=== sprite_overlay ===
### Placement density heat map, sprite_overlay

Scale bar: 20 µm. 10 x 10 tiles, from white (low) to dark blue (high), 0 to 100% covered.
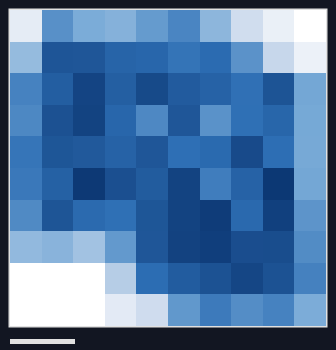

<file path="config.mk">
export PLATFORM = sky130hd
export DESIGN_NAME = sprite_overlay
export DESIGN_NICKNAME = d
export VERILOG_FILES = /design/src/rtl/sprite_overlay.sv
export SDC_FILE = /design/constraint.sdc
export NUM_CORES = 1
export LEC_CHECK = 0
export CAP_MARGIN = 20
export CORE_MARGIN = 2
export CORE_UTILIZATION = 57
export DETAILED_ROUTE_END_ITERATION = 8
export PLACE_DENSITY = 0.95
export REMOVE_ABC_BUFFERS = 1
export SLEW_MARGIN = 40
export SYNTH_ARGS = -nofsm -noshare
export SYNTH_HDL_FRONTEND = slang
export SYNTH_SLANG_ARGS = --single-unit
</file>
<file path="constraint.sdc">
create_clock -name clk -period 6.3 [get_ports clk]
set_input_delay 0.945 -clock clk [delete_from_list [all_inputs] [get_ports clk]]
set_output_delay 0.945 -clock clk [all_outputs]
set_load 0.005 [all_outputs]
</file>
<file path="src/rtl/sprite_overlay.sv">
// Draws one ROM-backed sprite over a background colour with colour keying, integer scale and blink.
// Position/scale writes are shadowed and only take effect at the frame commit point, so a frame never tears.
module sprite_overlay #(
   parameter int          W          = 78,
   parameter int          H          = 11,
   parameter int          ROW_W      = 4,
   parameter int          COL_W      = 7,
   parameter int          X0         = 355,
   parameter int          Y0         = 277,
   parameter logic [11:0] KEY        = 12'hFFF,
   parameter int          FRAME_LINE = 480,
   parameter int          BLINK_BIT  = 5,
   parameter int          FCNT_W     = 8
) (
   input  logic             clk,
   input  logic             rst,
   input  logic             bright,
   input  logic             en,
   input  logic [9:0]       hCount,
   input  logic [9:0]       vCount,
   input  logic [9:0]       x_in,
   input  logic [9:0]       y_in,
   input  logic [1:0]       scale_in,
   input  logic             pos_we,
   input  logic             blink_en,
   input  logic [11:0]      background,
   output logic [ROW_W-1:0] rom_row,
   output logic [COL_W-1:0] rom_col,
   input  logic [11:0]      rom_data,
   output logic             frame_tick,
   output logic [11:0]      rgb
);

   logic [9:0]        x_q, x_d, y_q, y_d, px_q, px_d, py_q, py_d;
   logic [1:0]        scale_q, scale_d, pscale_q, pscale_d;
   logic              pend_q, pend_d;
   logic [FCNT_W-1:0] fcnt_q, fcnt_d;
   logic              tick_q, hit_q, bright_q;
   logic [11:0]       bg_q, rgb_q, rgb_d;

   logic              tick_c, vis_c, hit_c;
   logic [10:0]       hc11, vc11, x11, y11, sx, sy;
   logic [9:0]        dx, dy;

   assign tick_c = (hCount == 10'd0) && (vCount == 10'(FRAME_LINE));
   assign vis_c  = !blink_en || !fcnt_q[BLINK_BIT];

   // 11-bit compare so a sprite hanging past column/line 1023 clips instead of wrapping
   assign hc11 = {1'b0, hCount};
   assign vc11 = {1'b0, vCount};
   assign x11  = {1'b0, x_q};
   assign y11  = {1'b0, y_q};
   assign sx   = 11'(W) << scale_q;
   assign sy   = 11'(H) << scale_q;

   assign hit_c = en && vis_c && (hc11 >= x11) && (hc11 < x11 + sx)
                  && (vc11 >= y11) && (vc11 < y11 + sy);

   assign dx      = hCount - x_q;
   assign dy      = vCount - y_q;
   assign rom_col = COL_W'(dx >> scale_q);
   assign rom_row = ROW_W'(dy >> scale_q);

   always_comb begin
      px_d     = px_q;
      py_d     = py_q;
      pscale_d = pscale_q;
      pend_d   = pend_q;
      x_d      = x_q;
      y_d      = y_q;
      scale_d  = scale_q;
      fcnt_d   = fcnt_q;
      if (pos_we) begin
         px_d     = x_in;
         py_d     = y_in;
         pscale_d = scale_in;
         pend_d   = 1'b1;
      end
      if (tick_c) begin
         fcnt_d = fcnt_q + FCNT_W'(1);
         // a write landing on the commit cycle bypasses the shadow registers
         if (pos_we) begin
            x_d     = x_in;
            y_d     = y_in;
            scale_d = scale_in;
            pend_d  = 1'b0;
         end else if (pend_q) begin
            x_d     = px_q;
            y_d     = py_q;
            scale_d = pscale_q;
            pend_d  = 1'b0;
         end
      end
   end

   always_comb begin
      rgb_d = bg_q;
      if (!bright_q)
         rgb_d = 12'h000;
      else if (hit_q && (rom_data != KEY))
         rgb_d = rom_data;
   end

   always_ff @(posedge clk) begin
      if (rst) begin
         x_q      <= 10'(X0);
         y_q      <= 10'(Y0);
         scale_q  <= 2'd0;
         px_q     <= 10'(X0);
         py_q     <= 10'(Y0);
         pscale_q <= 2'd0;
         pend_q   <= 1'b0;
         fcnt_q   <= '0;
         tick_q   <= 1'b0;
         hit_q    <= 1'b0;
         bright_q <= 1'b0;
         bg_q     <= 12'h000;
         rgb_q    <= 12'h000;
      end else begin
         x_q      <= x_d;
         y_q      <= y_d;
         scale_q  <= scale_d;
         px_q     <= px_d;
         py_q     <= py_d;
         pscale_q <= pscale_d;
         pend_q   <= pend_d;
         fcnt_q   <= fcnt_d;
         tick_q   <= tick_c;
         hit_q    <= hit_c;
         bright_q <= bright;
         bg_q     <= background;
         rgb_q    <= rgb_d;
      end
   end

   assign frame_tick = tick_q;
   assign rgb        = rgb_q;

endmodule
</file>
=== mem_freeze_ctrl ===
===== src/rtl/mem_freeze_ctrl.sv =====
// mem_freeze_ctrl
// Sequences the memory accesses for one pipeline advance on a single-port handshaked memory.
// The data access goes first, then the instruction fetch. While an access is outstanding,
// `freeze` holds every pipeline register.
// A watchdog bounds each access to TIMEOUT request cycles. If an access expires, the sticky
// memErr flag is set and the access completes with zero data.
//
// Ports:
//   clk, rst                 clock, synchronous active-high reset
//   fetchEn, pcAddr          fetch request and fetch address
//   memRd, memWr, dAddr,     MEM-stage load/store request, address and store data
//   dWdata
//   mReq, mWe, mAddr,        memory request channel (all zero while idle)
//   mWdata
//   mAck, mRdata             memory completion and read data
//   freeze                   stall for the pipeline registers
//   instr, rdata             last fetched instruction / last load data (registered)
//   memErr                   sticky watchdog timeout flag
module mem_freeze_ctrl #(
    parameter int unsigned ADDR_W  = 16,
    parameter int unsigned DATA_W  = 16,
    parameter int unsigned TIMEOUT = 255
) (
    input  logic              clk,
    input  logic              rst,
    input  logic              fetchEn,
    input  logic [ADDR_W-1:0] pcAddr,
    input  logic              memRd,
    input  logic              memWr,
    input  logic [ADDR_W-1:0] dAddr,
    input  logic [DATA_W-1:0] dWdata,
    output logic              mReq,
    output logic              mWe,
    output logic [ADDR_W-1:0] mAddr,
    output logic [DATA_W-1:0] mWdata,
    input  logic              mAck,
    input  logic [DATA_W-1:0] mRdata,
    output logic              freeze,
    output logic [DATA_W-1:0] instr,
    output logic [DATA_W-1:0] rdata,
    output logic              memErr
);

    localparam int unsigned CntW = $clog2(TIMEOUT + 1);

    typedef enum logic [1:0] {StIdle, StDAcc, StIAcc, StRelease} state_e;

    state_e            state_q, state_d;
    logic [ADDR_W-1:0] pc_q, pc_d;
    logic [ADDR_W-1:0] daddr_q, daddr_d;
    logic [DATA_W-1:0] wdata_q, wdata_d;
    logic              wr_q, wr_d;
    logic              rd_q, rd_d;
    logic              fpend_q, fpend_d;
    logic [CntW-1:0]   cnt_q, cnt_d;
    logic [DATA_W-1:0] instr_q, instr_d;
    logic [DATA_W-1:0] rdata_q, rdata_d;
    logic              err_q, err_d;

    logic any_req;
    logic timeout;
    logic done;

    assign any_req = fetchEn | memRd | memWr;
    // The cycle in which the counter would reach TIMEOUT is the last one allowed.
    // An ack in that same cycle still counts as success.
    assign timeout = (cnt_q == CntW'(TIMEOUT - 1)) && !mAck;
    assign done    = mAck | timeout;

    always_comb begin
        state_d = state_q;
        pc_d    = pc_q;
        daddr_d = daddr_q;
        wdata_d = wdata_q;
        wr_d    = wr_q;
        rd_d    = rd_q;
        fpend_d = fpend_q;
        cnt_d   = cnt_q;
        instr_d = instr_q;
        rdata_d = rdata_q;
        err_d   = err_q;
        mReq    = 1'b0;
        mWe     = 1'b0;
        mAddr   = '0;
        mWdata  = '0;
        freeze  = 1'b0;

        unique case (state_q)
            StIdle: begin
                freeze = any_req;
                if (any_req) begin
                    pc_d    = pcAddr;
                    daddr_d = dAddr;
                    wdata_d = dWdata;
                    wr_d    = memWr;
                    rd_d    = memRd;
                    fpend_d = fetchEn;
                    cnt_d   = '0;
                    state_d = (memRd | memWr) ? StDAcc : StIAcc;
                end
            end
            StDAcc: begin
                mReq   = 1'b1;
                mWe    = wr_q;
                mAddr  = daddr_q;
                mWdata = wdata_q;
                freeze = 1'b1;
                if (done) begin
                    if (rd_q) begin
                        rdata_d = mAck ? mRdata : '0;
                    end
                    if (!mAck) begin
                        err_d = 1'b1;
                    end
                    cnt_d   = '0;
                    state_d = fpend_q ? StIAcc : StRelease;
                end else begin
                    cnt_d = cnt_q + 1'b1;
                end
            end
            StIAcc: begin
                mReq   = 1'b1;
                mAddr  = pc_q;
                freeze = 1'b1;
                if (done) begin
                    instr_d = mAck ? mRdata : '0;
                    if (!mAck) begin
                        err_d = 1'b1;
                    end
                    cnt_d   = '0;
                    state_d = StRelease;
                end else begin
                    cnt_d = cnt_q + 1'b1;
                end
            end
            StRelease: begin
                state_d = StIdle;
            end
            default: begin
                state_d = StIdle;
            end
        endcase

        if (rst) begin
            freeze = 1'b0;
        end
    end

    always_ff @(posedge clk) begin
        if (rst) begin
            state_q <= StIdle;
            pc_q    <= '0;
            daddr_q <= '0;
            wdata_q <= '0;
            wr_q    <= 1'b0;
            rd_q    <= 1'b0;
            fpend_q <= 1'b0;
            cnt_q   <= '0;
            instr_q <= '0;
            rdata_q <= '0;
            err_q   <= 1'b0;
        end else begin
            state_q <= state_d;
            pc_q    <= pc_d;
            daddr_q <= daddr_d;
            wdata_q <= wdata_d;
            wr_q    <= wr_d;
            rd_q    <= rd_d;
            fpend_q <= fpend_d;
            cnt_q   <= cnt_d;
            instr_q <= instr_d;
            rdata_q <= rdata_d;
            err_q   <= err_d;
        end
    end

    assign instr  = instr_q;
    assign rdata  = rdata_q;
    assign memErr = err_q;

endmodule


===== config.mk =====
export PLATFORM = sky130hd
export DESIGN_NAME = mem_freeze_ctrl
export DESIGN_NICKNAME = d
export VERILOG_FILES = /design/src/rtl/mem_freeze_ctrl.sv
export SDC_FILE = /design/constraint.sdc
export NUM_CORES = 1
export LEC_CHECK = 0
export CORE_UTILIZATION = 48
export DETAILED_ROUTE_END_ITERATION = 12
export PLACE_DENSITY = 0.85
export SLEW_MARGIN = 25
export SYNTH_ARGS = -nofsm -noshare
export SYNTH_HDL_FRONTEND = slang
export SYNTH_SLANG_ARGS = --single-unit
export TNS_END_PERCENT = 10

===== constraint.sdc =====
create_clock -name clk -period 3 [get_ports clk]
set_input_delay 0.45 -clock clk [delete_from_list [all_inputs] [get_ports clk]]
set_output_delay 0.45 -clock clk [all_outputs]
set_load 0.02 [all_outputs]

=== id_ex_stage ===
**src/rtl/id_ex_stage.sv**
```systemverilog
// rtl/id_ex_stage.sv - ID/EX pipeline register with ALU control decode, operand forwarding and hazard detection
// Optional feature macro: ID_EX_FORWARD_EN (EX/MEM and MEM/WB forwarding; otherwise stall on any RAW hazard)
module id_ex_stage (
  input  logic        clk,
  input  logic        reset,
  input  logic        stall,
  input  logic        flush,
  input  logic        id_valid,
  input  logic [31:0] id_rs_data,
  input  logic [31:0] id_rt_data,
  input  logic [31:0] id_imm,
  input  logic [4:0]  id_rs,
  input  logic [4:0]  id_rt,
  input  logic [4:0]  id_rd,
  input  logic [5:0]  id_funct,
  input  logic [1:0]  id_ALUOp,
  input  logic        id_ALUSrc,
  input  logic        id_RegDst,
  input  logic        id_RegWrite,
  input  logic        id_MemRead,
  input  logic        id_MemWrite,
  input  logic        id_MemtoReg,
  input  logic        exmem_RegWrite,
  input  logic [4:0]  exmem_rd,
  input  logic [31:0] exmem_result,
  input  logic        memwb_RegWrite,
  input  logic [4:0]  memwb_rd,
  input  logic [31:0] memwb_result,
  output logic [3:0]  ALU_control,
  output logic [31:0] A,
  output logic [31:0] B,
  output logic [31:0] store_data,
  output logic [4:0]  ex_dest,
  output logic        ex_valid,
  output logic        ex_RegWrite,
  output logic        ex_MemRead,
  output logic        ex_MemWrite,
  output logic        ex_MemtoReg,
  output logic        hazard_stall
);

  logic        valid_q, valid_d;
  logic        regwrite_q, regwrite_d;
  logic        memread_q, memread_d;
  logic        memwrite_q, memwrite_d;
  logic        memtoreg_q, memtoreg_d;
  logic        alusrc_q, alusrc_d;
  logic [4:0]  dest_q, dest_d;
  logic [3:0]  alu_ctrl_q, alu_ctrl_d;
  logic [4:0]  rs_q, rs_d;
  logic [4:0]  rt_q, rt_d;
  logic [31:0] rs_data_q, rs_data_d;
  logic [31:0] rt_data_q, rt_data_d;
  logic [31:0] imm_q, imm_d;

  logic [31:0] fwd_rs;
  logic [31:0] fwd_rt;

  function automatic logic [3:0] alu_decode(input logic [1:0] op, input logic [5:0] funct);
    logic [3:0] code;
    code = 4'b1111;
    case (op)
      2'b00: code = 4'b0010;
      2'b01: code = 4'b0110;
      2'b11: code = 4'b0111;
      default: begin
        case (funct)
          6'b100000: code = 4'b0010;
          6'b100010: code = 4'b0110;
          6'b100100: code = 4'b0000;
          6'b100101: code = 4'b0001;
          6'b101010: code = 4'b0111;
          6'b100111: code = 4'b1100;
          default:   code = 4'b1111;
        endcase
      end
    endcase
    return code;
  endfunction

`ifdef ID_EX_FORWARD_EN
  // Only a load in EX cannot be forwarded in time; everything else is covered by the bypass.
  always_comb begin
    hazard_stall = 1'b0;
    if (!flush && id_valid && valid_q && memread_q && (dest_q != 5'd0) &&
        ((dest_q == id_rs) || (dest_q == id_rt)))
      hazard_stall = 1'b1;
  end

  always_comb begin
    fwd_rs = rs_data_q;
    if (exmem_RegWrite && (exmem_rd != 5'd0) && (exmem_rd == rs_q))
      fwd_rs = exmem_result;
    else if (memwb_RegWrite && (memwb_rd != 5'd0) && (memwb_rd == rs_q))
      fwd_rs = memwb_result;
  end

  always_comb begin
    fwd_rt = rt_data_q;
    if (exmem_RegWrite && (exmem_rd != 5'd0) && (exmem_rd == rt_q))
      fwd_rt = exmem_result;
    else if (memwb_RegWrite && (memwb_rd != 5'd0) && (memwb_rd == rt_q))
      fwd_rt = memwb_result;
  end
`else
  logic raw_ex;
  logic raw_mem;
  logic unused_fwd;

  // MEM/WB is not checked: the register file writes in the first half-cycle.
  always_comb begin
    raw_ex  = valid_q && regwrite_q && (dest_q != 5'd0) &&
              ((dest_q == id_rs) || (dest_q == id_rt));
    raw_mem = exmem_RegWrite && (exmem_rd != 5'd0) &&
              ((exmem_rd == id_rs) || (exmem_rd == id_rt));
    hazard_stall = 1'b0;
    if (!flush && id_valid && (raw_ex || raw_mem))
      hazard_stall = 1'b1;
  end

  assign fwd_rs     = rs_data_q;
  assign fwd_rt     = rt_data_q;
  assign unused_fwd = ^{exmem_result, memwb_RegWrite, memwb_rd, memwb_result, rs_q, rt_q};
`endif

  always_comb begin
    valid_d    = valid_q;
    regwrite_d = regwrite_q;
    memread_d  = memread_q;
    memwrite_d = memwrite_q;
    memtoreg_d = memtoreg_q;
    alusrc_d   = alusrc_q;
    dest_d     = dest_q;
    alu_ctrl_d = alu_ctrl_q;
    rs_d       = rs_q;
    rt_d       = rt_q;
    rs_data_d  = rs_data_q;
    rt_data_d  = rt_data_q;
    imm_d      = imm_q;
    if (flush || (!stall && hazard_stall)) begin
      valid_d    = 1'b0;
      regwrite_d = 1'b0;
      memread_d  = 1'b0;
      memwrite_d = 1'b0;
      memtoreg_d = 1'b0;
      alusrc_d   = 1'b0;
      dest_d     = 5'd0;
      alu_ctrl_d = 4'd0;
      rs_d       = 5'd0;
      rt_d       = 5'd0;
      rs_data_d  = 32'd0;
      rt_data_d  = 32'd0;
      imm_d      = 32'd0;
    end else if (!stall) begin
      valid_d    = id_valid;
      regwrite_d = id_RegWrite;
      memread_d  = id_MemRead;
      memwrite_d = id_MemWrite;
      memtoreg_d = id_MemtoReg;
      alusrc_d   = id_ALUSrc;
      dest_d     = id_RegDst ? id_rd : id_rt;
      alu_ctrl_d = alu_decode(id_ALUOp, id_funct);
      rs_d       = id_rs;
      rt_d       = id_rt;
      rs_data_d  = id_rs_data;
      rt_data_d  = id_rt_data;
      imm_d      = id_imm;
    end
  end

  always_ff @(posedge clk or posedge reset) begin
    if (reset) begin
      valid_q    <= 1'b0;
      regwrite_q <= 1'b0;
      memread_q  <= 1'b0;
      memwrite_q <= 1'b0;
      memtoreg_q <= 1'b0;
      alusrc_q   <= 1'b0;
      dest_q     <= 5'd0;
      alu_ctrl_q <= 4'd0;
      rs_q       <= 5'd0;
      rt_q       <= 5'd0;
      rs_data_q  <= 32'd0;
      rt_data_q  <= 32'd0;
      imm_q      <= 32'd0;
    end else begin
      valid_q    <= valid_d;
      regwrite_q <= regwrite_d;
      memread_q  <= memread_d;
      memwrite_q <= memwrite_d;
      memtoreg_q <= memtoreg_d;
      alusrc_q   <= alusrc_d;
      dest_q     <= dest_d;
      alu_ctrl_q <= alu_ctrl_d;
      rs_q       <= rs_d;
      rt_q       <= rt_d;
      rs_data_q  <= rs_data_d;
      rt_data_q  <= rt_data_d;
      imm_q      <= imm_d;
    end
  end

  assign ALU_control = alu_ctrl_q;
  assign A           = fwd_rs;
  assign B           = alusrc_q ? imm_q : fwd_rt;
  assign store_data  = fwd_rt;
  assign ex_dest     = dest_q;
  assign ex_valid    = valid_q;
  assign ex_RegWrite = regwrite_q;
  assign ex_MemRead  = memread_q;
  assign ex_MemWrite = memwrite_q;
  assign ex_MemtoReg = memtoreg_q;

endmodule

```
**config.mk**
```make
export PLATFORM = sky130hd
export DESIGN_NAME = id_ex_stage
export DESIGN_NICKNAME = d
export VERILOG_FILES = /design/src/rtl/id_ex_stage.sv
export SDC_FILE = /design/constraint.sdc
export NUM_CORES = 1
export LEC_CHECK = 0
export CAP_MARGIN = 0
export CELL_PAD_IN_SITES_DETAIL_PLACEMENT = 1
export CELL_PAD_IN_SITES_GLOBAL_PLACEMENT = 1
export CORE_ASPECT_RATIO = 1.1
export CORE_MARGIN = 3
export CORE_UTILIZATION = 27
export CTS_CLUSTER_DIAMETER = 200
export DETAILED_ROUTE_END_ITERATION = 12
export PLACE_DENSITY = 0.94
export SYNTH_ARGS = -nofsm -noshare
export SYNTH_HDL_FRONTEND = slang
export SYNTH_SLANG_ARGS = --single-unit
```
**constraint.sdc**
```tcl
create_clock -name clk -period 4.2 [get_ports clk]
set_input_delay 0.84 -clock clk [delete_from_list [all_inputs] [get_ports clk]]
set_output_delay 0.84 -clock clk [all_outputs]
set_load 0.02 [all_outputs]
```
=== uart_tx_arbiter_flat ===
[src/rtl/uart_tx_arbiter_pkg.sv]
// rtl/uart_tx_arbiter_pkg.sv - shared constants and state type for the UART TX arbiter
package uart_pkg;
  localparam int ByteWidth = 8;

  typedef enum logic {
    IDLE = 1'b0,
    XFER = 1'b1
  } arb_state_e;
endpackage

[src/rtl/uart_tx_arbiter_if.sv]
// rtl/uart_tx_arbiter_if.sv - requester and TX FIFO write-port bundle for the arbiter
interface uart_tx_arbiter_if #(
  parameter int NumReq = 4
);
  import uart_pkg::*;

  logic [NumReq-1:0]           i_req;
  logic [NumReq*ByteWidth-1:0] i_data;
  logic [NumReq-1:0]           i_last;
  logic [NumReq-1:0]           o_ack;
  logic [NumReq-1:0]           o_grant;
  logic [$clog2(NumReq)-1:0]   o_owner;
  logic                        o_busy;
  logic [ByteWidth-1:0]        o_tx_data;
  logic                        o_tx_req;
  logic                        i_tx_full;
  logic                        i_cts;

  modport master (
    output i_req, i_data, i_last, i_tx_full, i_cts,
    input  o_ack, o_grant, o_owner, o_busy, o_tx_data, o_tx_req
  );

  modport slave (
    input  i_req, i_data, i_last, i_tx_full, i_cts,
    output o_ack, o_grant, o_owner, o_busy, o_tx_data, o_tx_req
  );
endinterface

[src/rtl/uart_tx_arbiter_rr_pick.sv]
// rtl/uart_tx_arbiter_rr_pick.sv - combinational round-robin picker, first set bit from ptr upward
module rr_pick #(
  parameter int NumReq = 4
) (
  input  logic [NumReq-1:0]         req_i,
  input  logic [$clog2(NumReq)-1:0] ptr_i,
  output logic [NumReq-1:0]         onehot_o,
  output logic [$clog2(NumReq)-1:0] idx_o,
  output logic                      any_o
);
  localparam int IW = $clog2(NumReq);

  // Scan farthest offset first so the nearest requester from ptr overwrites last.
  always_comb begin
    onehot_o = '0;
    idx_o    = '0;
    any_o    = 1'b0;
    for (int i = NumReq - 1; i >= 0; i--) begin
      int c;
      c = int'(ptr_i) + i;
      if (c >= NumReq) c = c - NumReq;
      if (req_i[c]) begin
        onehot_o    = '0;
        onehot_o[c] = 1'b1;
        idx_o       = IW'(c);
        any_o       = 1'b1;
      end
    end
  end
endmodule

[src/rtl/uart_tx_arbiter.sv]
// rtl/uart_tx_arbiter.sv - packet-locked round-robin sharing of the UART TX FIFO write port
module uart_tx_arbiter
  import uart_pkg::*;
#(
  parameter int NumReq   = 4,
  parameter int MaxBurst = 16
) (
  input  logic               i_clk,
  input  logic               i_rst,
  uart_tx_arbiter_if.slave   bus
);
  localparam int OW = $clog2(NumReq);
  localparam int CW = $clog2(MaxBurst + 1);

  arb_state_e       state_q, state_d;
  logic [OW-1:0]    owner_q, owner_d;
  logic [OW-1:0]    ptr_q, ptr_d;
  logic [CW-1:0]    burst_q, burst_d;

  logic [NumReq-1:0] pick_onehot;
  logic [OW-1:0]     pick_idx;
  logic              pick_any;

  logic [NumReq-1:0]    ack_c, grant_c;
  logic                 busy_c, tx_req_c, release_c;
  logic [ByteWidth-1:0] tx_data_c;

  rr_pick #(.NumReq(NumReq)) u_rr_pick (
    .req_i    (bus.i_req),
    .ptr_i    (ptr_q),
    .onehot_o (pick_onehot),
    .idx_o    (pick_idx),
    .any_o    (pick_any)
  );

  always_ff @(posedge i_clk or posedge i_rst) begin
    if (i_rst) begin
      state_q <= IDLE;
      owner_q <= '0;
      ptr_q   <= '0;
      burst_q <= '0;
    end else begin
      state_q <= state_d;
      owner_q <= owner_d;
      ptr_q   <= ptr_d;
      burst_q <= burst_d;
    end
  end

  always_comb begin
    state_d   = state_q;
    owner_d   = owner_q;
    ptr_d     = ptr_q;
    burst_d   = burst_q;
    ack_c     = '0;
    grant_c   = '0;
    busy_c    = 1'b0;
    tx_req_c  = 1'b0;
    tx_data_c = '0;
    release_c = 1'b0;
    unique case (state_q)
      IDLE: begin
        if (pick_any) begin
          owner_d = pick_idx;
          burst_d = '0;
          state_d = XFER;
        end
      end
      XFER: begin
        busy_c    = 1'b1;
        grant_c   = NumReq'(1) << owner_q;
        tx_data_c = bus.i_data[owner_q*ByteWidth +: ByteWidth];
        if (!bus.i_req[owner_q]) begin
          release_c = 1'b1;
        end else if (!bus.i_tx_full && bus.i_cts) begin
          tx_req_c = 1'b1;
          ack_c    = grant_c;
          burst_d  = (burst_q == CW'(MaxBurst)) ? burst_q : burst_q + CW'(1);
          // Last byte and burst limit on the same byte still yield a single release.
          if (bus.i_last[owner_q] || burst_q == CW'(MaxBurst - 1)) release_c = 1'b1;
        end
      end
      default: state_d = IDLE;
    endcase
    if (release_c) begin
      state_d = IDLE;
      ptr_d   = (owner_q == OW'(NumReq - 1)) ? '0 : owner_q + OW'(1);
    end
  end

  assign bus.o_ack     = ack_c;
  assign bus.o_grant   = grant_c;
  assign bus.o_busy    = busy_c;
  assign bus.o_owner   = busy_c ? owner_q : '0;
  assign bus.o_tx_req  = tx_req_c;
  assign bus.o_tx_data = tx_data_c;
endmodule

[src/flat_wrapper.sv]
// flat-port wrapper written by rule: the top's interface ports become plain ports
module uart_tx_arbiter_flat import uart_pkg::*;
#(
  parameter int NumReq   = 4,
  parameter int MaxBurst = 16
)
  (i_clk, i_rst, bus_i_req, bus_i_data, bus_i_last, bus_i_tx_full, bus_i_cts, bus_o_ack, bus_o_grant, bus_o_owner, bus_o_busy, bus_o_tx_data, bus_o_tx_req);
  uart_tx_arbiter_if #(.NumReq(NumReq)) bus_i ();
  input  logic i_clk;
  input  logic i_rst;
  input wire logic [$bits(bus_i.i_req)-1:0] bus_i_req;
  input wire logic [$bits(bus_i.i_data)-1:0] bus_i_data;
  input wire logic [$bits(bus_i.i_last)-1:0] bus_i_last;
  input wire logic [$bits(bus_i.i_tx_full)-1:0] bus_i_tx_full;
  input wire logic [$bits(bus_i.i_cts)-1:0] bus_i_cts;
  output wire logic [$bits(bus_i.o_ack)-1:0] bus_o_ack;
  output wire logic [$bits(bus_i.o_grant)-1:0] bus_o_grant;
  output wire logic [$bits(bus_i.o_owner)-1:0] bus_o_owner;
  output wire logic [$bits(bus_i.o_busy)-1:0] bus_o_busy;
  output wire logic [$bits(bus_i.o_tx_data)-1:0] bus_o_tx_data;
  output wire logic [$bits(bus_i.o_tx_req)-1:0] bus_o_tx_req;
  assign bus_i.i_req = bus_i_req;
  assign bus_i.i_data = bus_i_data;
  assign bus_i.i_last = bus_i_last;
  assign bus_i.i_tx_full = bus_i_tx_full;
  assign bus_i.i_cts = bus_i_cts;
  assign bus_o_ack = bus_i.o_ack;
  assign bus_o_grant = bus_i.o_grant;
  assign bus_o_owner = bus_i.o_owner;
  assign bus_o_busy = bus_i.o_busy;
  assign bus_o_tx_data = bus_i.o_tx_data;
  assign bus_o_tx_req = bus_i.o_tx_req;
  uart_tx_arbiter #(.NumReq(NumReq), .MaxBurst(MaxBurst)) u_core (.i_clk(i_clk), .i_rst(i_rst), .bus(bus_i));
endmodule
[config.mk]
export PLATFORM = sky130hd
export DESIGN_NAME = uart_tx_arbiter_flat
export DESIGN_NICKNAME = d
export VERILOG_FILES = /design/src/rtl/uart_tx_arbiter_pkg.sv /design/src/rtl/uart_tx_arbiter_if.sv /design/src/rtl/uart_tx_arbiter_rr_pick.sv /design/src/rtl/uart_tx_arbiter.sv /design/src/flat_wrapper.sv
export SDC_FILE = /design/constraint.sdc
export NUM_CORES = 1
export LEC_CHECK = 0
export CAP_MARGIN = 20
export CORE_MARGIN = 3
export CORE_UTILIZATION = 37
export DETAILED_ROUTE_END_ITERATION = 8
export GPL_TIMING_DRIVEN = 1
export MAX_ROUTING_LAYER = met4
export PLACE_DENSITY = 0.85
export REMOVE_ABC_BUFFERS = 1
export SLEW_MARGIN = 20
export SYNTH_ARGS = -nofsm -noshare
export SYNTH_HDL_FRONTEND = slang
export SYNTH_SLANG_ARGS = --single-unit
[constraint.sdc]
create_clock -name i_clk -period 2.4 [get_ports i_clk]
set_input_delay 0.36 -clock i_clk [delete_from_list [all_inputs] [get_ports i_clk]]
set_output_delay 0.36 -clock i_clk [all_outputs]
set_load 0.005 [all_outputs]
### Supply network, uart_tx_arbiter_flat

Scale bar: 20 µm. Pins as bars on the die edge. Tap cells in gray.
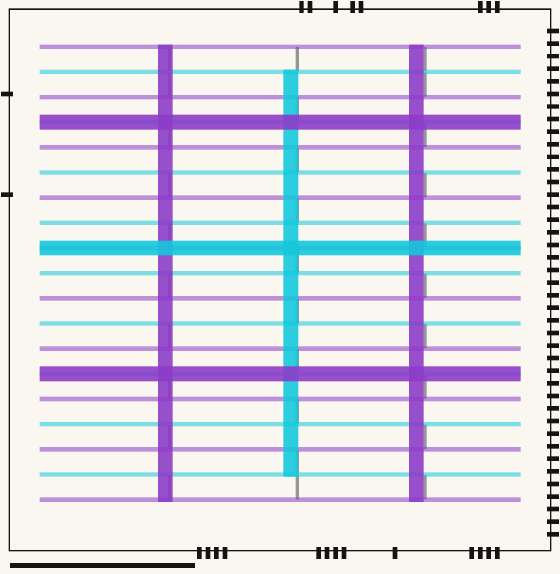
legend:
  cyan:
    net: VDD
  purple:
    net: VSS
met1 rails: 19
rows: 18
met4 straps: 3
met5 straps: 3
signal pins: 64

==> notes.md, uart_tx_arbiter_flat <==
Results of an implementation run.

The area of the placeable core is roughly 2500 µm². The run finished with clean final reports. The plain and repair buffers instantiated in the layout total 73.

The final estimated routing congestion in global placement is between 0.7 and 0.8. After detailed placement, the design holds a cell count of 201. The cell type group with the largest total delay on the critical path is buffers and inverters. The detail-routed via count per cell is roughly 5.3.

The number of setup buffers added after CTS is 1. In this run the clock root is driven by a sky130_fd_sc_hd__clkbuf_4. The gate count of the mapped netlist is slightly above 100. In the post-route analysis, the smallest setup slack over all paths is 0.0198 ns. Per the OpenROAD power report, leakage power amounts to 0.780 nW.

The synthesis stats list as the most numerous cell sky130_fd_sc_hd__and2_1. The count of warning messages emitted by the tools is 30. The clock sink total is 10. The most critical hold endpoint after final layout shows a slack of 0.360 ns. The critical path endpoint has a required time of 2.04 ns.

The count of cells in the finished layout, fillers not included, comes to 206. Per the finish-stage timing summary, setup violations number 0. The fraction of synthesized cell area in xor and xnor cells is less than 1%. Counting only logic cells after layout, the most numerous master is sky130_fd_sc_hd__clkdlybuf4s50_1. The fraction of power consumed by combinational cells is 71.3%.

The switching power as a share of total power is between 30% and 40%. The iteration count recorded for the first detailed-route pass is 4. The global routing usage on met3 is under 10%. Summed over all sequential cells, the power is around 300 µW. Per the final report, max-transition violations number 0.
## uart_tx_arbiter_flat: flip-flops by register name, indices dropped and copies added (netlist names)
register / flops
u_core.ptr_q: 2
u_core.burst_q: 5
u_core.owner_q: 2
u_core.state_q: 1
## uart_tx_arbiter_flat: worst paths after layout
kind | end | depth (start not counted) | slack (ns)
min in group i_clk | u_core.burst_q[0] | 1 | 0.53
min | u_core.burst_q[0] | 2 | 0.36
max | bus_o_ack[1] | 4 | 0.02
min reg2reg | u_core.burst_q[0] | 1 | 0.53
max in group asynchronous | u_core.owner_q[0] | 2 | 1.76
max reg2reg | u_core.ptr_q[1] | 6 | 0.27
## uart_tx_arbiter_flat: worst register-to-register path, cell delays in order (launching register included)
cell and delay, ns:
sky130_fd_sc_hd__dfrtp_1 0.42, sky130_fd_sc_hd__ha_1 0.24, sky130_fd_sc_hd__and3_1 0.18, sky130_fd_sc_hd__ha_1 0.22, sky130_fd_sc_hd__or3_4 0.38, sky130_fd_sc_hd__a31oi_4 0.22, sky130_fd_sc_hd__mux2_1 0.35
## uart_tx_arbiter_flat: per-layer routing
metal  vias up  share of wire, %
met5         -                 0
li1        512                 -
met2        52                49
met4         0               1.6
met1       519                40
met3         8               9.3
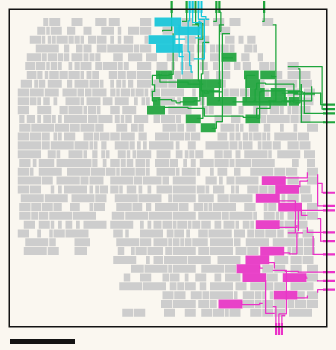
*Port wiring, sprite_overlay*
Scale bar: 20 µm.
legend:
  cyan:
    port: rom_row
    bits: 4
    direction: output
    end_cells: 4
    buffers: 4
    wire: 84.8 µm
  green:
    port: vCount
    bits: 10
    direction: input
    end_cells: 25
    buffers: 10
    wire: 488 µm
  magenta:
    port: rgb
    bits: 12
    direction: output
    end_cells: 12
    buffers: 12
    wire: 191 µm

### Register map, names as in the netlist, sprite_overlay

Scale bar: 20 µm.
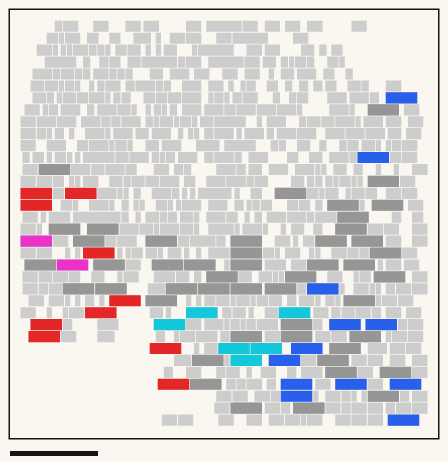
legend:
  red:
    signal: px_q
    sequential_cells: 10
  cyan:
    signal: fcnt_q
    sequential_cells: 6
    where: bottom center
  magenta:
    signal: pscale_q
    sequential_cells: 2
  blue:
    signal: bg_q
    sequential_cells: 12
sequential cell power: 511 µW
share of the core filled with cells: 72.7%
Register Area: 1560 µm²
register fraction of the total cell area: 25.0%

About 'Placement density heat map' of sprite_overlay:
mean over tiles: 64%
nearly empty tiles: 7.0%
fullest tile: 97%
emptiest ninth of the die: lower left

==> notes.md, sprite_overlay <==
Results of an implementation run.

The dominant register cell in the synthesized netlist is sky130_fd_sc_hd__dfxtp_1. For this block, the via count after detailed routing is 4,366. The final-layout fill cell count is approximately 630. For this run, the number of Yosys warnings is 0.

The script extracted a total leakage power of 2.65 nW. The number of cells reported by Yosys stat comes to 545. The run finished with clean final reports. The setup slack after placement is approximately 1.4 ns.

Along the worst path, the maximum fanout reaches 4. The fmax is around 200 MHz. The final hold slack is ~0.44 ns. For this design, the CTS-stage hold fixing added 0 buffers.

The iteration tally of the first detailed-router pass is 4. The cell type group with the largest total delay on the critical path is buffers and inverters. The synthesized-area fraction occupied by ao, oa, aoi and oai cells is 15.6%. The remaining number of nets flagged by the antenna check after routing is 0. In the final design database the tool counted ~780 nets.
sprite_overlay: tightest hold or removal path, cell delays in order, from the launching register on:
cell,delay (ns)
sky130_fd_sc_hd__dfxtp_1,0.30
sky130_fd_sc_hd__inv_1,0.04
sky130_fd_sc_hd__a221oi_1,0.06
sprite_overlay: worst paths after layout:
check | from | slack (ns) | endpoint
max | hCount[0] | 1.37 | rom_col[6]
min | bg_q[11] | 0.44 | rgb[11]
max reg2reg | scale_q[1] | 2.02 | hit_q
min reg2reg | bg_q[11] | 0.44 | rgb[11]
sprite_overlay: sequential cells by signal, indices dropped and copies added (netlist names):
signal,flops
bg_q,12
rgb,12
px_q,10
py_q,10
x_q,10
y_q,10
fcnt_q,6
pscale_q,2
scale_q,2
bright_q,1
frame_tick,1
hit_q,1
pend_q,1
sprite_overlay: power by group:
group / internal (mW) / switching (mW)
Combinational: 0.102 / 0.0802
Clock: 0.192 / 0.199
Sequential: 0.507 / 0.00431
Total: 0.801 / 0.283
sprite_overlay: routing by layer:
metal	share of wire, %	vias to the layer above	routed length, µm
li1	-	2134	-
met1	42	2072	5160
met2	51	138	6340
met3	5.3	22	655
met4	1.5	0	184
met5	0	-	0
### Port wiring, mem_freeze_ctrl

Scale bar: 20 µm.
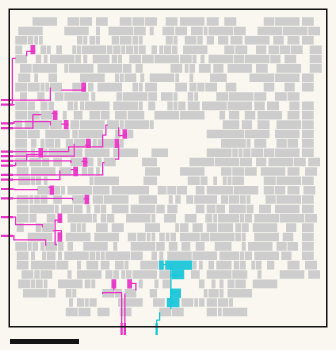
legend:
  magenta:
    port: pcAddr
    bits: 16
    direction: input
    end_cells: 16
    buffers: 16
    wire: 317 µm
  cyan:
    port: fetchEn
    bits: 1
    direction: input
    end_cells: 5
    buffers: 1
    wire: 23.4 µm

### Placement density heat map, mem_freeze_ctrl

Scale bar: 20 µm. 9 x 9 tiles, from white (low) to dark blue (high), 0 to 100% covered.
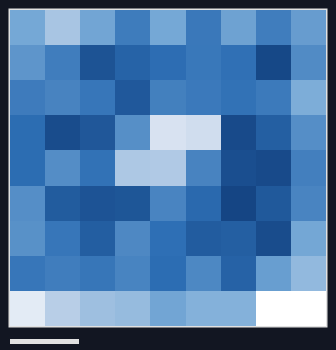
tiles over 75% full: 31%
nearly empty tiles: 2.5%
fullest tile: 92%
mean over tiles: 64%

==> notes.md, mem_freeze_ctrl <==
Results of an implementation run.

On the reported timing paths, the clock transition at the registers reads 0.09 ns. The combinational-cell power consumption is 1.71 mW. The global-route wire length before repair is 16,700 µm. The total clock buffers created by CTS is 9. The clock reaches the later pin of the worst-skew pair after about 0.36 ns. The area taken by multi-input combinational cells is reported as roughly 1800 µm². Setup slack on the worst path after placement came out at 0.359 ns.

The worst register-to-register path begins at state_q[0]. The clock network takes up under 10% of total cell area after layout. The non-clock buffer instance count of the final layout is 144. Among the non-sequential cells, AND-OR/OR-AND gates take the most area.

In the final routed layout, each cell accounts on average for 15.1 µm. The highest metal layer with signal wires is met4. The final timing report lists a max-slew violation count of 0.

The count of warning messages emitted by the tools is 31. The final estimated routing congestion in global placement is just over 0.8. After synthesis the netlist holds a flip-flop and latch count of 94. The length in cells of the worst reg-to-reg path is 6. The final setup TNS is 0 ns. For this block, the initial DRC count from the detailed router was 156. The share of layout cells above drive strength 1 is 6.54%. The top contributor to total power is combinational logic. The layout stage reports a final design area of 5510 µm². The biggest cell delay along the critical path is 0.69 ns. Summing the areas of all and, or, nand and nor instances in the mapped netlist gives about a fifth of the synthesized area. The end of the worst register-to-register path is cnt_q[1].

The flow reports power dissipated in sequential cells as ~1.6 mW. The dominant register cell in the synthesized netlist is sky130_fd_sc_hd__dfxtp_1. The horizontal die dimension is about 92 µm. The kind of start point of the critical path is a flip-flop. The worst setup path startpoint is state_q[0]. Before placement the cells fill 49.8% of the core. The highest supply drop recorded on VDD is about 420 µV. The analysis attributes to net switching a power of 1.58 mW. After detailed routing, the wire length on met1 is 4450 µm.

In the final layout, flip-flops and latches occupy 1880 µm². The post-synth count of flops with an enable pin is 0. The run finished with clean final reports.
[mem_freeze_ctrl: Yosys cell counts (5+ instances only)]
library cell                 n  area (µm²)
sky130_fd_sc_hd__clkbuf_1   18        67.6
sky130_fd_sc_hd__and2_1     18         113
sky130_fd_sc_hd__dfxtp_1    94        1880
sky130_fd_sc_hd__inv_1       5        18.8
sky130_fd_sc_hd__a21oi_1    51         255
sky130_fd_sc_hd__nor2b_1    17         106
sky130_fd_sc_hd__nor2_1     14        52.6
sky130_fd_sc_hd__a22oi_1    18         135
sky130_fd_sc_hd__ha_1        7        87.6
sky130_fd_sc_hd__buf_2      10        50.1
sky130_fd_sc_hd__a22o_1     30         263
sky130_fd_sc_hd__nand2_1   105         394
[mem_freeze_ctrl: critical path, delay by kind of cell, from the launching register on]
family | cells | cell delay, ns
buf+inv | 2 | 0.83
flops | 1 | 0.35
compound gates | 1 | 0.20
simple gates | 2 | 0.27
fa+ha+maj | 1 | 0.34
### Placed standard cells, id_ex_stage

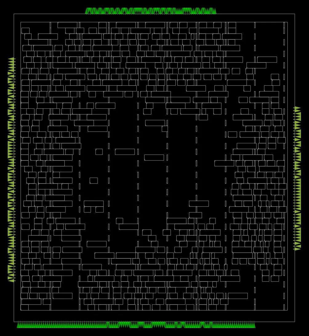
register fraction of the total cell area: 36.1%
sequential cell count: 111
placeable core area: 17,100 µm²
share of the core filled with cells: 44.9%
tap cell count: 234

==> notes.md, id_ex_stage <==
Results of an implementation run.

The top contributor to total power is registers. The routed design shows a wire length per standard cell of 20.2 µm. The total of warnings raised by yosys is 0. The placed wire-length estimate after detailed placement is ~12,000 µm. For reference, the placement row count at floorplan is 50. The internal reg-to-reg setup slack is 1.56 ns.

Looking at area per cell type in the netlist, the leader is sky130_fd_sc_hd__dfrtp_1. Port buffering added 246 buffers. The post-route non-filler standard cell count is approximately 800. In the global route stage, overall resource usage came out at 17.0%. The hold buffer count at cts is 0. The dominant combinational cell family by area after synthesis is AND-OR/OR-AND gates.

The first detailed-routing pass took 4 iterations. Per the OpenROAD power report, leakage power amounts to 3.26 nW. The initial antenna violation count is 0. The synthesized-area fraction occupied by ao, oa, aoi and oai cells is about 22%. The count of unresolved DRC violations after routing is 0. The total via count in the routed design is 3,996.

The number of diodes is 0. The run finished with clean final reports. The share of synthesized area in the top cell type comes to 58.3%. The arrival time of data at the critical path endpoint is 3.05 ns. The final setup TNS is 0 ns. The detail-routed via count per cell is 4.87.

Power attributed to combinational cells is ~570 µW. The netlist area before placement is 4770 µm². The origin of the critical flop-to-flop path is ex_dest[3]. The endpoint class of the critical path is an output port.

STA puts the critical path data required time at roughly 3.4 ns. The violation tally recorded at the end of detailed-routing iteration 0 is around 110.
## id_ex_stage: cell type report
type	count	area (µm²)
clock buffer	10	229
timing repair buffer	252	2520
inverter	4	17.5
tap	234	293
multi-input combinational	204	1810
clock inverter	5	47.5
fill	1835	9450
sequential	111	2780
## id_ex_stage: per-stage QoR
step           hold slack [ns]  worst slack (ns)  area [µm²]  util [%]
2_1_floorplan            0.460             0.429        4770         -
3_3_place_gp             0.478             0.396        7410      43.3
5_1_grt                  0.521             0.236        7690      44.9
3_5_place_dp             0.485             0.332        7410      43.3
4_1_cts                  0.506             0.320        7690      44.9
6_report                 0.501             0.310        7690      44.9
## id_ex_stage: layer usage
metal / up-vias / GRT usage, %
li1: 1785 / -
met1: 2020 / 20.2
met2: 163 / 29.7
met3: 28 / 4.70
met4: 0 / 5.41
met5: - / 0
## id_ex_stage: critical path, stage by stage
cell and delay [ns]:
sky130_fd_sc_hd__clkdlybuf4s50_1 0.57, sky130_fd_sc_hd__xnor2_1 0.15, sky130_fd_sc_hd__nand3_1 0.10, sky130_fd_sc_hd__o22ai_1 0.38, sky130_fd_sc_hd__a32oi_1 0.22, sky130_fd_sc_hd__nor2_1 0.14, sky130_fd_sc_hd__clkdlybuf4s50_1 0.64


==> notes/layouts.md <==
Pictures saved along the way, in no particular order.

Supply network.
shot_01.png
Scale bar: 50 µm. Pins as bars on the die edge. Tap cells in gray.
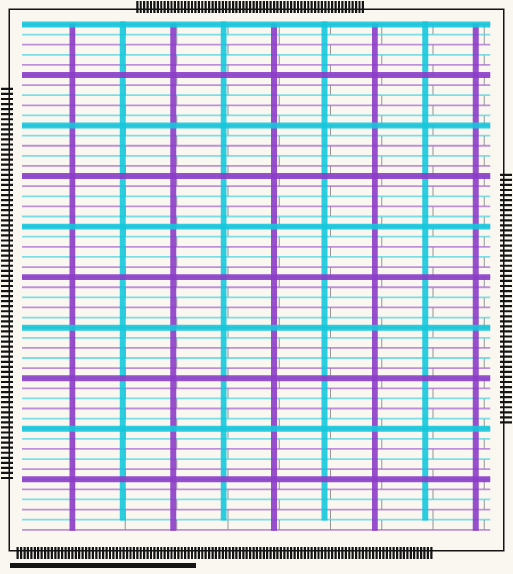
shot_02.png
Scale bar: 20 µm. Pins as bars on the die edge. Tap cells in gray.
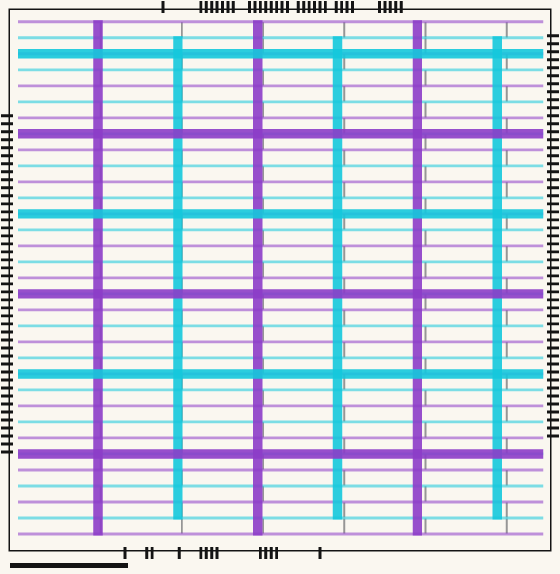
shot_03.png
Scale bar: 20 µm. Pins as bars on the die edge. Tap cells in gray.
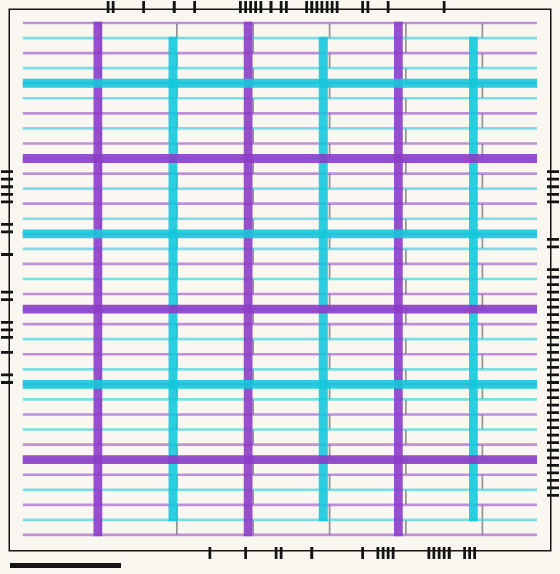
shot_03.png: sprite_overlay
shot_01.png: id_ex_stage
shot_02.png: mem_freeze_ctrl
The one with the fewest pins is shot_03.png.
The one with the largest die is shot_01.png.


==> notes/layouts.md <==
Pictures saved along the way, in no particular order.

Register map, names as in the netlist.
image #1
Scale bar: 50 µm.
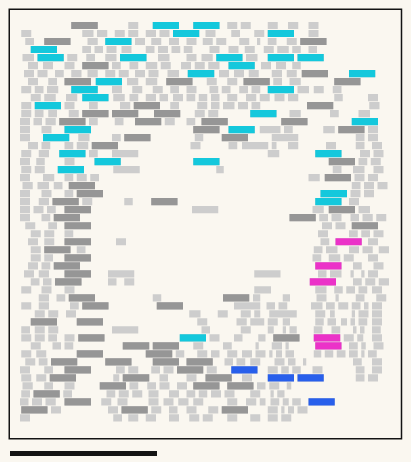
image #2
Scale bar: 20 µm.
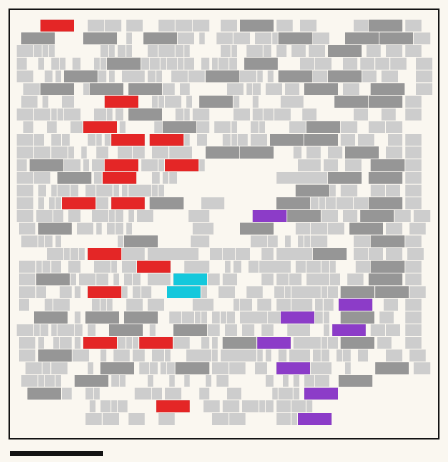
image #3
Scale bar: 20 µm.
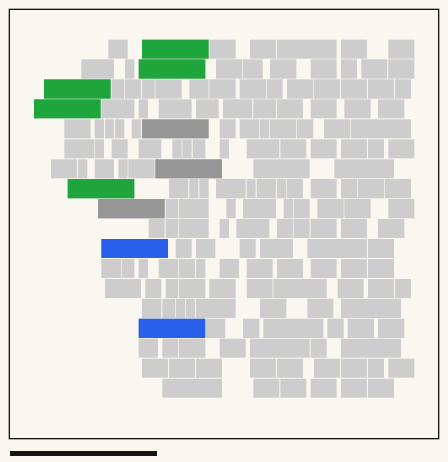
image #2: mem_freeze_ctrl
image #3: uart_tx_arbiter_flat
image #1: id_ex_stage
Of these, largest die: image #1
Of these, most sequential cells: image #1

Power figures rest on the tool's default switching activity, not on a simulated workload.
